# ---- data_island_scheduler ----
**src/rtl/hdmi_packet_pkg.sv**
```systemverilog
// hdmi_packet_pkg: HB0 packet type codes, the packet type enum, the scheduler
// FSM state type and the layout of the pending-request vector.
// Build option: SPD_INFOFRAME_EN adds the SPD InfoFrame request to the
// pending vector; without it the vector carries ACR, AVI and AUDIO_IF only.
package hdmi_packet_pkg;

   localparam logic [7:0] HB0_NULL         = 8'h00;
   localparam logic [7:0] HB0_ACR          = 8'h01;
   localparam logic [7:0] HB0_AUDIO_SAMPLE = 8'h02;
   localparam logic [7:0] HB0_AVI          = 8'h82;
   localparam logic [7:0] HB0_SPD          = 8'h83;
   localparam logic [7:0] HB0_AUDIO_IF     = 8'h84;

   typedef enum logic [7:0] {
      PKT_NULL         = HB0_NULL,
      PKT_ACR          = HB0_ACR,
      PKT_AUDIO_SAMPLE = HB0_AUDIO_SAMPLE,
      PKT_AVI          = HB0_AVI,
      PKT_SPD          = HB0_SPD,
      PKT_AUDIO_IF     = HB0_AUDIO_IF
   } packet_type_e;

   typedef enum logic [1:0] {
      ST_IDLE  = 2'd0,
      ST_GRANT = 2'd1,
      ST_HOLD  = 2'd2
   } sched_state_e;

   // Bit positions inside the pending-request vector.
   localparam int PEND_ACR = 0;
   localparam int PEND_AVI = 1;
   localparam int PEND_AIF = 2;
`ifdef SPD_INFOFRAME_EN
   localparam int PEND_SPD = 3;
   localparam int PEND_W   = 4;
`else
   localparam int PEND_W   = 3;
`endif

   // True for the InfoFrame types that take part in defer/promotion.
   function automatic logic is_infoframe(input logic [7:0] t);
      return (t == HB0_AVI) || (t == HB0_AUDIO_IF) || (t == HB0_SPD);
   endfunction

endpackage

```
**src/rtl/packet_priority_select.sv**
```systemverilog
// packet_priority_select: combinational arbiter choosing the HB0 type for the
// next data island slot from the pending requests.
// Order: ACR > promoted InfoFrame > AUDIO_SAMPLE > AVI > AUDIO_IF > SPD > NULL.
// Build option: SPD_INFOFRAME_EN enables the SPD candidate.
module packet_priority_select
   import hdmi_packet_pkg::*;
(
   input  logic [PEND_W-1:0] pending,
   input  logic              audio_sample_valid,
   input  logic              promote,
   output logic [7:0]        sel_type
);

   // Fixed-priority pick; a promoted InfoFrame jumps ahead of audio samples.
   // NOTE: sel_type gets a default before the if-chain so every path assigns
   // it and no latch is inferred.
   always_comb begin
      sel_type = PKT_NULL;
      if (pending[PEND_ACR])
         sel_type = PKT_ACR;
      else if (promote && pending[PEND_AVI])
         sel_type = PKT_AVI;
      else if (promote && pending[PEND_AIF])
         sel_type = PKT_AUDIO_IF;
`ifdef SPD_INFOFRAME_EN
      else if (promote && pending[PEND_SPD])
         sel_type = PKT_SPD;
`endif
      else if (audio_sample_valid)
         sel_type = PKT_AUDIO_SAMPLE;
      else if (pending[PEND_AVI])
         sel_type = PKT_AVI;
      else if (pending[PEND_AIF])
         sel_type = PKT_AUDIO_IF;
`ifdef SPD_INFOFRAME_EN
      else if (pending[PEND_SPD])
         sel_type = PKT_SPD;
`endif
   end

endmodule

```
**src/rtl/data_island_scheduler.sv**
```systemverilog
// data_island_scheduler: grants HDMI data island packet slots to ACR, audio
// sample and InfoFrame sources, holding each grant for PACKET_CYCLES pixel
// clocks. InfoFrames that keep losing to audio samples are promoted after
// INFOFRAME_MAX_DEFER losses.
// Build option: SPD_INFOFRAME_EN schedules the SPD InfoFrame (0x83).
module data_island_scheduler
   import hdmi_packet_pkg::*;
#(
   parameter int INFOFRAME_MAX_DEFER = 8,
   parameter int PACKET_CYCLES       = 32
) (
   input  logic       clk_pixel,
   input  logic       reset_n,
   input  logic       frame_start,
   input  logic       packet_slot,
   input  logic       clk_audio_counter_wrap,
   input  logic       audio_sample_valid,
   output logic       audio_sample_pop,
   output logic [7:0] packet_type,
   output logic       packet_start,
   output logic       packet_active,
   output logic       slot_overrun,
   input  logic       overrun_clear
);

   localparam int DEFER_W = $clog2(INFOFRAME_MAX_DEFER + 1);
   localparam int HOLD_W  = $clog2(PACKET_CYCLES);

   localparam logic [DEFER_W-1:0] DEFER_MAX = DEFER_W'(INFOFRAME_MAX_DEFER);
   // HOLD lasts PACKET_CYCLES-1 cycles, counted 0 .. PACKET_CYCLES-2.
   localparam logic [HOLD_W-1:0]  HOLD_LAST = HOLD_W'(PACKET_CYCLES - 2);

   sched_state_e        state;
   sched_state_e        state_next;
   logic                wrap_q;
   logic                acr_edge;
   logic                acr_pending;
   logic                avi_pending;
   logic                aif_pending;
`ifdef SPD_INFOFRAME_EN
   logic                spd_pending;
`endif
   logic [PEND_W-1:0]   pending;
   logic                any_if_pending;
   logic [DEFER_W-1:0]  defer_cnt;
   logic                promote;
   logic [7:0]          sel_type;
   logic [HOLD_W-1:0]   hold_cnt;
   logic                take_slot;
   logic                in_grant;

   assign acr_edge  = clk_audio_counter_wrap ^ wrap_q;
   assign take_slot = packet_slot && (state == ST_IDLE);
   assign in_grant  = (state == ST_GRANT);
   assign promote   = (defer_cnt == DEFER_MAX);

`ifdef SPD_INFOFRAME_EN
   assign pending        = {spd_pending, aif_pending, avi_pending, acr_pending};
   assign any_if_pending = avi_pending | aif_pending | spd_pending;
`else
   assign pending        = {aif_pending, avi_pending, acr_pending};
   assign any_if_pending = avi_pending | aif_pending;
`endif

   packet_priority_select u_select (
      .pending            (pending),
      .audio_sample_valid (audio_sample_valid),
      .promote            (promote),
      .sel_type           (sel_type)
   );

   // FSM state register.
   // NOTE: clocked state uses non-blocking assignments so every register
   // samples pre-edge values regardless of block evaluation order.
   always_ff @(posedge clk_pixel or negedge reset_n) begin
      if (!reset_n) state <= ST_IDLE;
      else          state <= state_next;
   end

   // Next state and per-state outputs; outputs follow the state register so
   // an asynchronous reset drops them at once.
   always_comb begin
      state_next       = state;
      packet_start     = 1'b0;
      packet_active    = 1'b0;
      audio_sample_pop = 1'b0;
      case (state)
         ST_IDLE: begin
            if (packet_slot) state_next = ST_GRANT;
         end
         ST_GRANT: begin
            packet_start     = 1'b1;
            packet_active    = 1'b1;
            audio_sample_pop = (packet_type == HB0_AUDIO_SAMPLE);
            state_next       = ST_HOLD;
         end
         ST_HOLD: begin
            packet_active = 1'b1;
            if (hold_cnt == HOLD_LAST) state_next = ST_IDLE;
         end
         default: state_next = ST_IDLE;
      endcase
   end

   // Cycle counter for the HOLD phase; parked at zero outside HOLD.
   always_ff @(posedge clk_pixel or negedge reset_n) begin
      if (!reset_n)              hold_cnt <= '0;
      else if (state == ST_HOLD) hold_cnt <= hold_cnt + HOLD_W'(1);
      else                       hold_cnt <= '0;
   end

   // Selected type captured when a slot is accepted, held until the next one.
   always_ff @(posedge clk_pixel or negedge reset_n) begin
      if (!reset_n)       packet_type <= HB0_NULL;
      else if (take_slot) packet_type <= sel_type;
   end

   // Registered copy of the ACR toggle; any difference is one request.
   always_ff @(posedge clk_pixel or negedge reset_n) begin
      if (!reset_n) wrap_q <= 1'b0;
      else          wrap_q <= clk_audio_counter_wrap;
   end

   // Pending flags: the granted flag clears in GRANT, a same-cycle request
   // keeps it set.
   always_ff @(posedge clk_pixel or negedge reset_n) begin
      if (!reset_n) begin
         acr_pending <= 1'b0;
         avi_pending <= 1'b0;
         aif_pending <= 1'b0;
      end else begin
         acr_pending <= (acr_pending & ~(in_grant && (packet_type == HB0_ACR)))
                        | acr_edge;
         avi_pending <= (avi_pending & ~(in_grant && (packet_type == HB0_AVI)))
                        | frame_start;
         aif_pending <= (aif_pending & ~(in_grant && (packet_type == HB0_AUDIO_IF)))
                        | frame_start;
      end
   end

`ifdef SPD_INFOFRAME_EN
   // SPD request flag, same set/clear rule as the other InfoFrames.
   always_ff @(posedge clk_pixel or negedge reset_n) begin
      if (!reset_n) spd_pending <= 1'b0;
      else          spd_pending <= (spd_pending & ~(in_grant && (packet_type == HB0_SPD)))
                                   | frame_start;
   end
`endif

   // Counts audio wins over waiting InfoFrames; saturates at the promote
   // threshold and restarts whenever an InfoFrame is granted.
   always_ff @(posedge clk_pixel or negedge reset_n) begin
      if (!reset_n) begin
         defer_cnt <= '0;
      end else if (take_slot) begin
         if (is_infoframe(sel_type))
            defer_cnt <= '0;
         else if ((sel_type == HB0_AUDIO_SAMPLE) && any_if_pending && !promote)
            defer_cnt <= defer_cnt + DEFER_W'(1);
      end
   end

   // Sticky overrun flag; a new overrun beats a simultaneous clear.
   always_ff @(posedge clk_pixel or negedge reset_n) begin
      if (!reset_n)                             slot_overrun <= 1'b0;
      else if (packet_slot && state != ST_IDLE) slot_overrun <= 1'b1;
      else if (overrun_clear)                   slot_overrun <= 1'b0;
   end

endmodule

```
**config.mk**
```make
export PLATFORM = sky130hd
export DESIGN_NAME = data_island_scheduler
export DESIGN_NICKNAME = d
export VERILOG_FILES = /design/src/rtl/hdmi_packet_pkg.sv /design/src/rtl/packet_priority_select.sv /design/src/rtl/data_island_scheduler.sv
export SDC_FILE = /design/constraint.sdc
export NUM_CORES = 1
export LEC_CHECK = 0
export CORE_MARGIN = 3
export CORE_UTILIZATION = 54
export CTS_CLUSTER_SIZE = 24
export DETAILED_ROUTE_END_ITERATION = 7
export PLACE_DENSITY = 0.82
export SYNTH_ARGS = -nofsm -noshare
export SYNTH_HDL_FRONTEND = slang
export SYNTH_SLANG_ARGS = --single-unit
```
**constraint.sdc**
```tcl
create_clock -name clk_pixel -period 1.95 [get_ports clk_pixel]
set_input_delay 0.2925 -clock clk_pixel [delete_from_list [all_inputs] [get_ports clk_pixel]]
set_output_delay 0.2925 -clock clk_pixel [all_outputs]
set_load 0.02 [all_outputs]
```
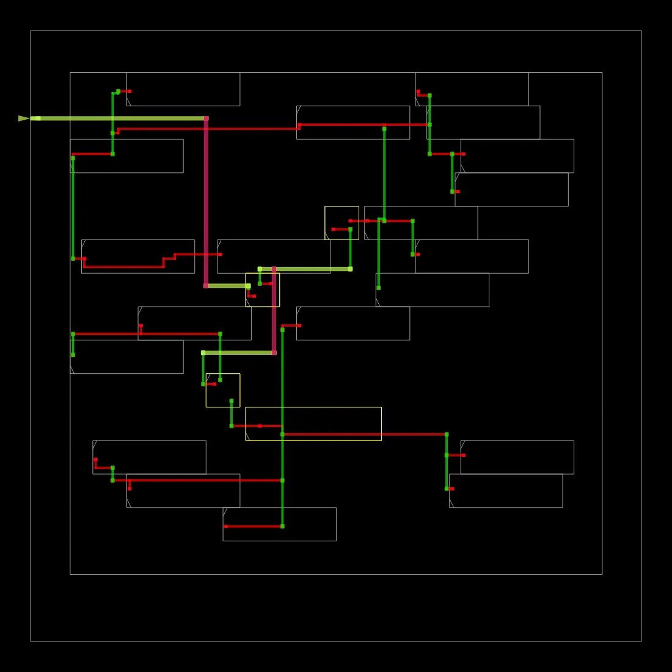
(data_island_scheduler/clocks.png)
later-pin clock latency in the skew report: 0.30 ns
CTS Buf Count: 3
clock-net power: 342 uW

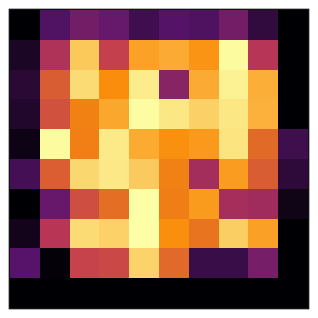
(data_island_scheduler/cell_density.png)
Scale: 6 px per um. 10 x 10 tiles, from black (low) to pale yellow (high), 0 to 100% covered.
densest ninth of the die = centre
tiles over 75% full = 36%
mean over tiles = 49%
nearly empty tiles = 19%

[stage by stage]
stage | hold WS, ns | worst slack, ns | area [um^2] | cells
final | 0.300 | 0.158 | 1230 | 137
after global routing | 0.336 | 0.00738 | 1230 | 137
after CTS | 0.315 | 0.0118 | 1240 | 137
after detailed placement | 0.487 | 0.0830 | 1190 | 133
after global placement | 0.471 | 0.184 | 1190 | 133
after floorplan | -0.00309 | 0.338 | 1040 | 97
[timing repair]
action,4_1_cts,5_1_grt
setup buffers,0,0
setup endpoints to repair,3,1
gates resized,3,3
==> results.yml <==
# flow metrics
logic_synthesis:
  yosysWarnings: 0
  synthCells: 94
  mux_share_pct: 3.16
  edf_count: 0
power:
  netSwitchingFraction_pct: 36.1
  leakage_uw: 0.000555
  seq_power_share_pct: 39.5
status:
  status: "completed"
finish:
  final_common_cell: "dfrtp_1"
  clk_share_pct: 4.26
  inverters: 8
critical_path:
  critical_path_arrival_ns: 1.50
detailed_routing:
  top_layer_used: "met4"
  drcViolationCount: 0
  wl_um: 1900
  drt_iter0_markers: 7
sta:
  clock_skew_ns: 0.00330
global_route:
  busiest_layer: "met2"
  use_met1_pct: 22.9
die:
  dieHeight_um: 49.6

# ---- wb_port_arbiter ----
### src/rtl/wb_port_arbiter.sv
// wb_port_arbiter
// Shares the single register-file write port between the in-order W stage
// and a long-latency unit (LU). LU results wait in a small FIFO and drain
// into cycles where the W stage does not write. A starvation counter forces
// a one-cycle W-stage stall so that a blocked FIFO head can drain.
//
// Ports:
//   clk, rst_n                 clock, synchronous active-low reset
//   RegWriteW, RdW, ResultW    W-stage write request
//   lu_valid, lu_rd, lu_data   LU result offered to the FIFO
//   lu_ready                   FIFO can accept (registered count < DEPTH)
//   rf_we, rf_rd, rf_wd        register-file write port
//   wb_stall                   W stage must re-present its instruction
//   pend_mask                  bit r set while a valid queued entry targets xr
//   perf_force_cnt,
//   perf_block_cnt             optional counters, present only when
//                              WB_PERF_CNT_EN is defined
module wb_port_arbiter #(
  parameter int DEPTH        = 2,
  parameter int STARVE_LIMIT = 4
) (
  input  logic        clk,
  input  logic        rst_n,
  input  logic        RegWriteW,
  input  logic [4:0]  RdW,
  input  logic [31:0] ResultW,
  input  logic        lu_valid,
  input  logic [4:0]  lu_rd,
  input  logic [31:0] lu_data,
  output logic        lu_ready,
  output logic        rf_we,
  output logic [4:0]  rf_rd,
  output logic [31:0] rf_wd,
  output logic        wb_stall,
  output logic [31:0] pend_mask
`ifdef WB_PERF_CNT_EN
  ,
  output logic [31:0] perf_force_cnt,
  output logic [31:0] perf_block_cnt
`endif
);

  localparam int PW = (DEPTH > 1) ? $clog2(DEPTH) : 1;
  localparam int CW = PW + 1;

  typedef enum logic [1:0] {IDLE, PEND, FORCE} state_t;

  state_t          state;
  logic [4:0]      rd_mem   [DEPTH];
  logic [31:0]     data_mem [DEPTH];
  logic [DEPTH-1:0] vld;
  logic [PW-1:0]   rd_ptr, wr_ptr;
  logic [CW-1:0]   count;
  logic [3:0]      wait_cnt;

  logic            pipe_wr, push, have_valid, force_eff, lu_write, w_grant, blocked;
  logic [PW-1:0]   head_idx, scan_idx;
  logic [CW-1:0]   skip_n, pop_n, count_next;

  assign pipe_wr = RegWriteW && (RdW != 5'd0);
  assign lu_ready = (count < CW'(DEPTH));
  // A zero-destination LU result is accepted but never stored.
  assign push = lu_valid && lu_ready && (lu_rd != 5'd0);

  // Find the first still-valid entry. Killed entries in front of it are
  // popped for free in this cycle (skip_n of them); if none is valid, every
  // occupied slot is skipped.
  always_comb begin
    have_valid = 1'b0;
    head_idx   = rd_ptr;
    skip_n     = count;
    scan_idx   = rd_ptr;
    for (int k = DEPTH - 1; k >= 0; k--) begin
      scan_idx = rd_ptr + PW'(k);
      if ((CW'(k) < count) && vld[scan_idx]) begin
        have_valid = 1'b1;
        head_idx   = scan_idx;
        skip_n     = CW'(k);
      end
    end
  end

  // FORCE only stalls W if there is still a live entry to write.
  assign force_eff  = (state == FORCE) && have_valid;
  assign lu_write   = have_valid && (force_eff || !pipe_wr);
  assign w_grant    = pipe_wr && !force_eff;
  assign blocked    = (state == PEND) && have_valid && pipe_wr;
  assign pop_n      = skip_n + CW'(lu_write);
  assign count_next = count + CW'(push) - pop_n;

  always_comb begin
    rf_we = 1'b0;
    rf_rd = 5'd0;
    rf_wd = 32'd0;
    if (rst_n) begin
      if (lu_write) begin
        rf_we = 1'b1;
        rf_rd = rd_mem[head_idx];
        rf_wd = data_mem[head_idx];
      end else if (w_grant) begin
        rf_we = 1'b1;
        rf_rd = RdW;
        rf_wd = ResultW;
      end
    end
  end

  assign wb_stall = rst_n && force_eff;

  always_comb begin
    pend_mask = 32'd0;
    for (int i = 0; i < DEPTH; i++) begin
      if (vld[i]) pend_mask[rd_mem[i]] = 1'b1;
    end
    pend_mask[0] = 1'b0;
  end

  // Payload storage carries no reset; occupancy lives in vld/count.
  always_ff @(posedge clk) begin
    if (push) begin
      rd_mem[wr_ptr]   <= lu_rd;
      data_mem[wr_ptr] <= lu_data;
    end
  end

  always_ff @(posedge clk) begin
    if (!rst_n) begin
      state    <= IDLE;
      vld      <= '0;
      rd_ptr   <= '0;
      wr_ptr   <= '0;
      count    <= '0;
      wait_cnt <= 4'd0;
    end else begin
      // A granted W write is younger than any queued result to the same rd.
      for (int i = 0; i < DEPTH; i++) begin
        if (w_grant && vld[i] && (rd_mem[i] == RdW)) vld[i] <= 1'b0;
      end
      for (int k = 0; k < DEPTH; k++) begin
        if (CW'(k) < pop_n) vld[rd_ptr + PW'(k)] <= 1'b0;
      end
      // The push slot is never occupied, so it cannot collide with the above.
      if (push) begin
        vld[wr_ptr] <= 1'b1;
        wr_ptr      <= wr_ptr + 1'b1;
      end
      // pop_n never exceeds DEPTH, so truncation gives the modulo wrap.
      rd_ptr <= rd_ptr + pop_n[PW-1:0];
      count  <= count_next;

      if (count_next == '0) begin
        state    <= IDLE;
        wait_cnt <= 4'd0;
      end else if (blocked && (wait_cnt == 4'(STARVE_LIMIT - 1))) begin
        state    <= FORCE;
        wait_cnt <= 4'd0;
      end else begin
        state <= PEND;
        if (pop_n != '0)  wait_cnt <= 4'd0;
        else if (blocked) wait_cnt <= wait_cnt + 4'd1;
      end
    end
  end

`ifdef WB_PERF_CNT_EN
  always_ff @(posedge clk) begin
    if (!rst_n) begin
      perf_force_cnt <= 32'd0;
      perf_block_cnt <= 32'd0;
    end else begin
      if (state == FORCE) perf_force_cnt <= perf_force_cnt + 32'd1;
      if (blocked)        perf_block_cnt <= perf_block_cnt + 32'd1;
    end
  end
`endif

endmodule

### config.mk
export PLATFORM = sky130hd
export DESIGN_NAME = wb_port_arbiter
export DESIGN_NICKNAME = d
export VERILOG_FILES = /design/src/rtl/wb_port_arbiter.sv
export SDC_FILE = /design/constraint.sdc
export NUM_CORES = 1
export LEC_CHECK = 0
export ABC_AREA = 0
export CAP_MARGIN = 30
export CORE_ASPECT_RATIO = 0.8
export CORE_MARGIN = 8
export CORE_UTILIZATION = 43
export CTS_CLUSTER_SIZE = 30
export DETAILED_ROUTE_END_ITERATION = 8
export GPL_TIMING_DRIVEN = 1
export HOLD_SLACK_MARGIN = 0.08
export PLACE_DENSITY = 0.74
export REMOVE_ABC_BUFFERS = 1
export SKIP_CTS_REPAIR_TIMING = 1
export SYNTH_ARGS = -nofsm -noshare
export SYNTH_HDL_FRONTEND = slang
export SYNTH_SLANG_ARGS = --single-unit
### constraint.sdc
create_clock -name clk -period 3.6 [get_ports clk]
set_input_delay 0.9 -clock clk [delete_from_list [all_inputs] [get_ports clk]]
set_output_delay 0.9 -clock clk [all_outputs]
set_load 0.1 [all_outputs]
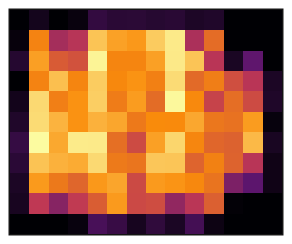
(wb_port_arbiter/cell_density.png)
Scale: 2 px per um. 14 x 11 tiles, from black (low) to pale yellow (high), 0 to 100% covered.
mean over tiles = 50%
densest ninth of the die = centre
tiles over 75% full = 29%
fullest tile = 99%
nearly empty tiles = 13%

==> results.yml <==
# flow metrics
place:
  io_buffer_count: 148
  placed_cells: 716
power:
  clock_power_uw: 907
  maxPowerGroup: "combinational logic"
  seq_power_share_pct: 33.5
  p_clk_share_pct: 21.7
logic_synthesis:
  post-synth-top-area-fraction_pct: 44.8
  ys_chip_area_um2: 4960
  ys_sh_simple_pct: 7.93
  synth.distinct_cells: 50
  mux_share_pct: 7.50
critical_path:
  reg2regPathDepth: 12
  cp-start-kind: "primary input"
  startpoint: "RdW[4]"
finish:
  regMostFlops: "data_mem"
  final_nets: 670
  mostFrequentLayoutCells: "edfxtp_1, clkdlybuf4s50_1, o22ai_1"
sta:
  finalSetupViolations: 33
  fin_ws_ns: -0.0480
  rsz0062_at_grt: "yes"
  maxSlewViolCount: 0
  hold_ws_ns: 0.518
min_path:
  hold_depth: 2
status:
  violations: "negative setup slack"
  status: "complete, but fails checks"
cts:
  cts_sinks: 86
global_route:
  use_met3_pct: 7.10
  grt_pass1_vias: 4752
detailed_routing:
  vias: 4597
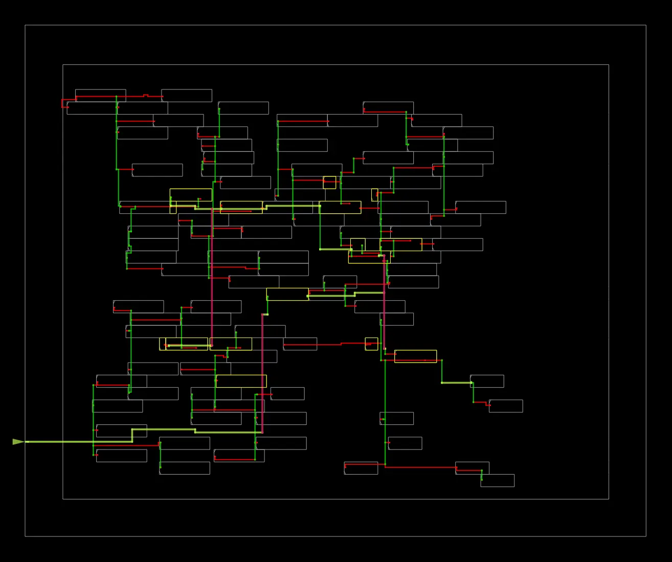
(wb_port_arbiter/clocks.png)
clock buffer count: 11
later-pin clock latency in the skew report: 0.33 ns

[cell type report]
cell class                 count  area, um^2
fill                         838        3650
tap                          148         185
multi-input combinational    293        2500
inverter                      10        37.5
clock inverter                 5        57.6
sequential                    86        2460
clock buffer                  11         233
timing repair buffer         188        2260
[worst register-to-register path, stage by stage, from the launching register on]
cell and delay [ns]:
dfxtp_1 0.44, mux2_2 0.37, a21oi_2 0.41, a21oi_1 0.12, ha_1 0.35, ha_1 0.29, inv_1 0.07, ha_1 0.15
xnor3_1 0.23, xnor2_1 0.19, o2111ai_1 0.15, buf_4 0.18, a211oi_1 0.18

# ---- apb_cmd_initiator ----
==> apb_cmd_initiator/detail.png <==
Window x 61 to 86, y 33 to 58 um. Cells in grey, sequential cells in the stronger grey; small squares are vias.
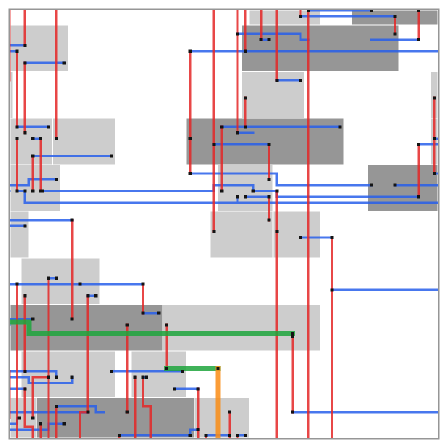
==> apb_cmd_initiator/clk_routes.png <==
Scale: 4 px per um.
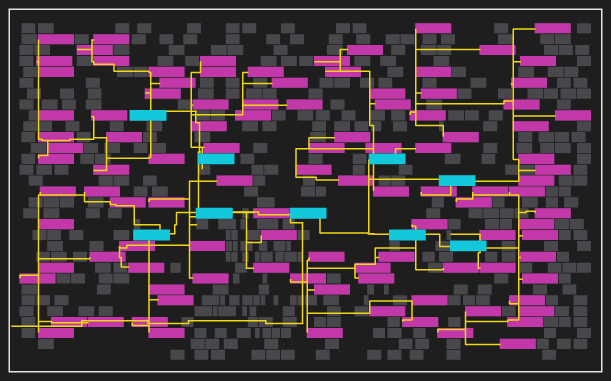
### config.mk
export PLATFORM = sky130hd
export DESIGN_NAME = apb_cmd_initiator
export DESIGN_NICKNAME = d
export VERILOG_FILES = /design/src/rtl/apb_init_pkg.sv /design/src/rtl/apb_cmd_initiator.sv
export SDC_FILE = /design/constraint.sdc
export NUM_CORES = 1
export LEC_CHECK = 0
export CAP_MARGIN = 20
export CELL_PAD_IN_SITES_DETAIL_PLACEMENT = 0
export CELL_PAD_IN_SITES_GLOBAL_PLACEMENT = 1
export CORE_ASPECT_RATIO = 0.6
export CORE_MARGIN = 2
export CORE_UTILIZATION = 33
export DETAILED_ROUTE_END_ITERATION = 6
export PLACE_DENSITY_LB_ADDON = 0.1
export SYNTH_ARGS = -nofsm -noshare
export SYNTH_HDL_FRONTEND = slang
export SYNTH_SLANG_ARGS = --single-unit
export TNS_END_PERCENT = 20
### constraint.sdc
create_clock -name PCLK -period 9.1 [get_ports PCLK]
set_input_delay 1.365 -clock PCLK [delete_from_list [all_inputs] [get_ports PCLK]]
set_output_delay 1.365 -clock PCLK [all_outputs]
set_load 0.05 [all_outputs]
### src/rtl/apb_init_pkg.sv
// Shared types and defaults for the APB command initiator.
// Holds the FSM state encoding and the default wait timeout.
package apb_init_pkg;

  typedef enum logic [1:0] {
    IDLE,
    SETUP,
    ACCESS,
    RESP
  } apb_state_e;

  localparam int DEFAULT_TIMEOUT = 16;

endpackage

### src/rtl/apb_cmd_initiator.sv
// APB requester: takes one command at a time, runs a SETUP/ACCESS
// transfer with an optional wait timeout, and holds the response.
module apb_cmd_initiator
  import apb_init_pkg::*;
#(
  parameter int ADDR_WIDTH = 32,
  parameter int DATA_WIDTH = 32,
  parameter int TIMEOUT    = DEFAULT_TIMEOUT
) (
  input  logic                  PCLK,
  input  logic                  PRESET,
  input  logic                  cmd_valid,
  output logic                  cmd_ready,
  input  logic                  cmd_write,
  input  logic [ADDR_WIDTH-1:0] cmd_addr,
  input  logic [DATA_WIDTH-1:0] cmd_wdata,
  output logic                  rsp_valid,
  input  logic                  rsp_ready,
  output logic [DATA_WIDTH-1:0] rsp_rdata,
  output logic                  rsp_err,
  output logic                  rsp_timeout,
  output logic                  PSEL,
  output logic                  PENABLE,
  output logic                  PWRITE,
  output logic [ADDR_WIDTH-1:0] PADDR,
  output logic [DATA_WIDTH-1:0] PWDATA,
  input  logic [DATA_WIDTH-1:0] PRDATA,
  input  logic                  PREADY,
  input  logic                  PSLVERR
);

  // A zero timeout still gets a 1-bit counter so the logic stays legal.
  localparam int CW = (TIMEOUT > 0) ? $clog2(TIMEOUT + 1) : 1;

  apb_state_e state_q, state_d;
  logic [CW-1:0]         cnt_q, cnt_d;
  logic                  pwrite_q, pwrite_d;
  logic [ADDR_WIDTH-1:0] paddr_q, paddr_d;
  logic [DATA_WIDTH-1:0] pwdata_q, pwdata_d;
  logic [DATA_WIDTH-1:0] rdata_q, rdata_d;
  logic                  err_q, err_d;
  logic                  to_q, to_d;

  always_ff @(posedge PCLK or posedge PRESET) begin
    if (PRESET) begin
      state_q  <= IDLE;
      cnt_q    <= '0;
      pwrite_q <= 1'b0;
      paddr_q  <= '0;
      pwdata_q <= '0;
      rdata_q  <= '0;
      err_q    <= 1'b0;
      to_q     <= 1'b0;
    end else begin
      state_q  <= state_d;
      cnt_q    <= cnt_d;
      pwrite_q <= pwrite_d;
      paddr_q  <= paddr_d;
      pwdata_q <= pwdata_d;
      rdata_q  <= rdata_d;
      err_q    <= err_d;
      to_q     <= to_d;
    end
  end

  always_comb begin
    state_d  = state_q;
    cnt_d    = cnt_q;
    pwrite_d = pwrite_q;
    paddr_d  = paddr_q;
    pwdata_d = pwdata_q;
    rdata_d  = rdata_q;
    err_d    = err_q;
    to_d     = to_q;
    unique case (state_q)
      IDLE: begin
        if (cmd_valid) begin
          pwrite_d = cmd_write;
          paddr_d  = cmd_addr;
          pwdata_d = cmd_wdata;
          cnt_d    = '0;
          state_d  = SETUP;
        end
      end
      SETUP: state_d = ACCESS;
      ACCESS: begin
        if (PREADY) begin
          rdata_d = pwrite_q ? '0 : PRDATA;
          err_d   = PSLVERR;
          to_d    = 1'b0;
          state_d = RESP;
        end else begin
          if (cnt_q != '1) cnt_d = cnt_q + CW'(1);
          if (TIMEOUT > 0 && cnt_d == CW'(TIMEOUT)) begin
            rdata_d = '0;
            err_d   = 1'b1;
            to_d    = 1'b1;
            state_d = RESP;
          end
        end
      end
      RESP: begin
        if (rsp_ready) state_d = IDLE;
      end
      default: state_d = IDLE;
    endcase
  end

  assign cmd_ready   = (state_q == IDLE);
  assign PSEL        = (state_q == SETUP) || (state_q == ACCESS);
  assign PENABLE     = (state_q == ACCESS);
  assign PWRITE      = pwrite_q;
  assign PADDR       = paddr_q;
  assign PWDATA      = pwdata_q;
  assign rsp_valid   = (state_q == RESP);
  assign rsp_rdata   = rdata_q;
  assign rsp_err     = err_q;
  assign rsp_timeout = to_q;

endmodule

==> results.yml <==
# flow metrics
finish:
  seq_cells: 106
  largestClassByArea: "sequential cells"
  clk_share_pct: 4.11
logic_synthesis:
  ys_cells: 271
  logic_family: "multiplexers"
  synth_area_um2: 4090
  synth.area.top_cells: "dfrtp_1, mux2_2, a22o_1"
  top_cell: "dfrtp_1"
  ys_sh_aoi_pct: 9.87
sta:
  period_used_pct: 37.5
  finalSetupViolations: 0
  tightest_slew_ns: 0.969
  fin_crit_ns: 3.41
critical_path:
  critical_path_arrival_ns: 2.05
  crit_slowest_cell: "clkdlybuf4s50_1"
  worstSetupEndpointType: "primary output"
  worstSetupPathType: "reg2out"
cts:
  cts_buffers: 9
  cts_tree: "yes"
  postCtsSetupBuffers: 0
min_path:
  min_path_type: "reg2reg"
status:
  status: "completed"
power:
  netSwitchingFraction_pct: 47.6
  pg_seq_uw: 815
detailed_routing:
  wl_per_cell_um: 16.4
global_route:
  busiest_layer: "met2"
  track_usage_pct: 16.4
die:
  placementRows: 31
  ios: 206
flow_run:
  cap_violations: 0
Notes on apb_cmd_initiator/detail.png above:
metal 3 -> green
metal 4 -> orange
metal 1 -> blue
metal 2 -> red
cells with their middle in the window = 17
most frequent = dfrtp_1 (4), clkdlybuf4s50_1 (4), a22o_1 (3)
netlist names of flops here include = cnt_q (2)
sequential cells in the window = 4

Notes on apb_cmd_initiator/clk_routes.png above:
clock drivers -> cyan  # count 9
clock wires -> yellow  # length 1,270 um
flip-flops -> magenta  # count 106
routed clock nets = 10
clk_skew: 0.00775 ns
later-pin clock latency in the skew report: 0.34 ns
clock-net power: 356 uW
clock power share: 12.3%

==> how the worst max path moves through the flow <==
| stage | from | end | depth (start not counted) |
|---|---|---|---|
| global placement | cmd_valid | PWDATA[26]$_DFFE_PP0P_ | 4 |
| detailed placement | cmd_valid | PADDR[2]$_DFFE_PP0P_ | 4 |
| global route | state_q[0]$_DFFE_PP0P_ | PENABLE | 3 |
| CTS | state_q[0]$_DFFE_PP0P_ | PENABLE | 3 |
| finish | state_q[0]$_DFFE_PP0P_ | PENABLE | 3 |
| floorplan | PRESET | PADDR[0]$_DFFE_PP0P_ | 1 |


==> gallery <==
Placement by cell class.
Plate I
Scale: 8 px per um. Fill, decap, tap and diode cells in grey.
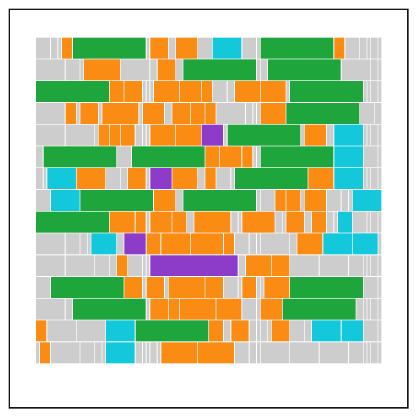
Plate II
Scale: 3 px per um. Fill, decap, tap and diode cells in grey.
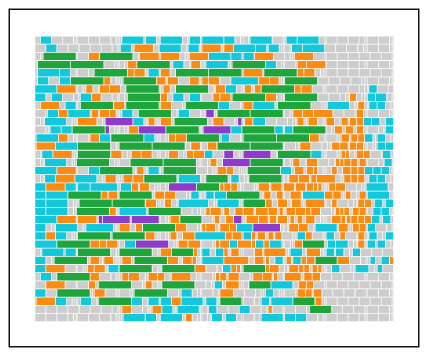
Plate III
Scale: 3 px per um. Fill, decap, tap and diode cells in grey.
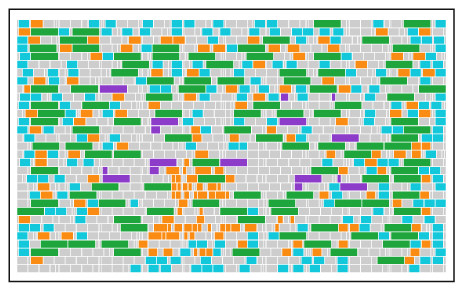
| from | picture |
|---|---|
| wb_port_arbiter | Plate II |
| data_island_scheduler | Plate I |
| apb_cmd_initiator | Plate III |

Key to Plate III:
combinational and other logic -> orange  # cells 150, share of their area 21%
clock drivers and dummy loads -> purple  # cells 16, share of their area 4.2%
other buffers and delay cells -> cyan  # cells 209, share of their area 33%
flops -> green  # cells 106, share of their area 42%

No activity file was given, so power comes from the tool's default toggle rates.
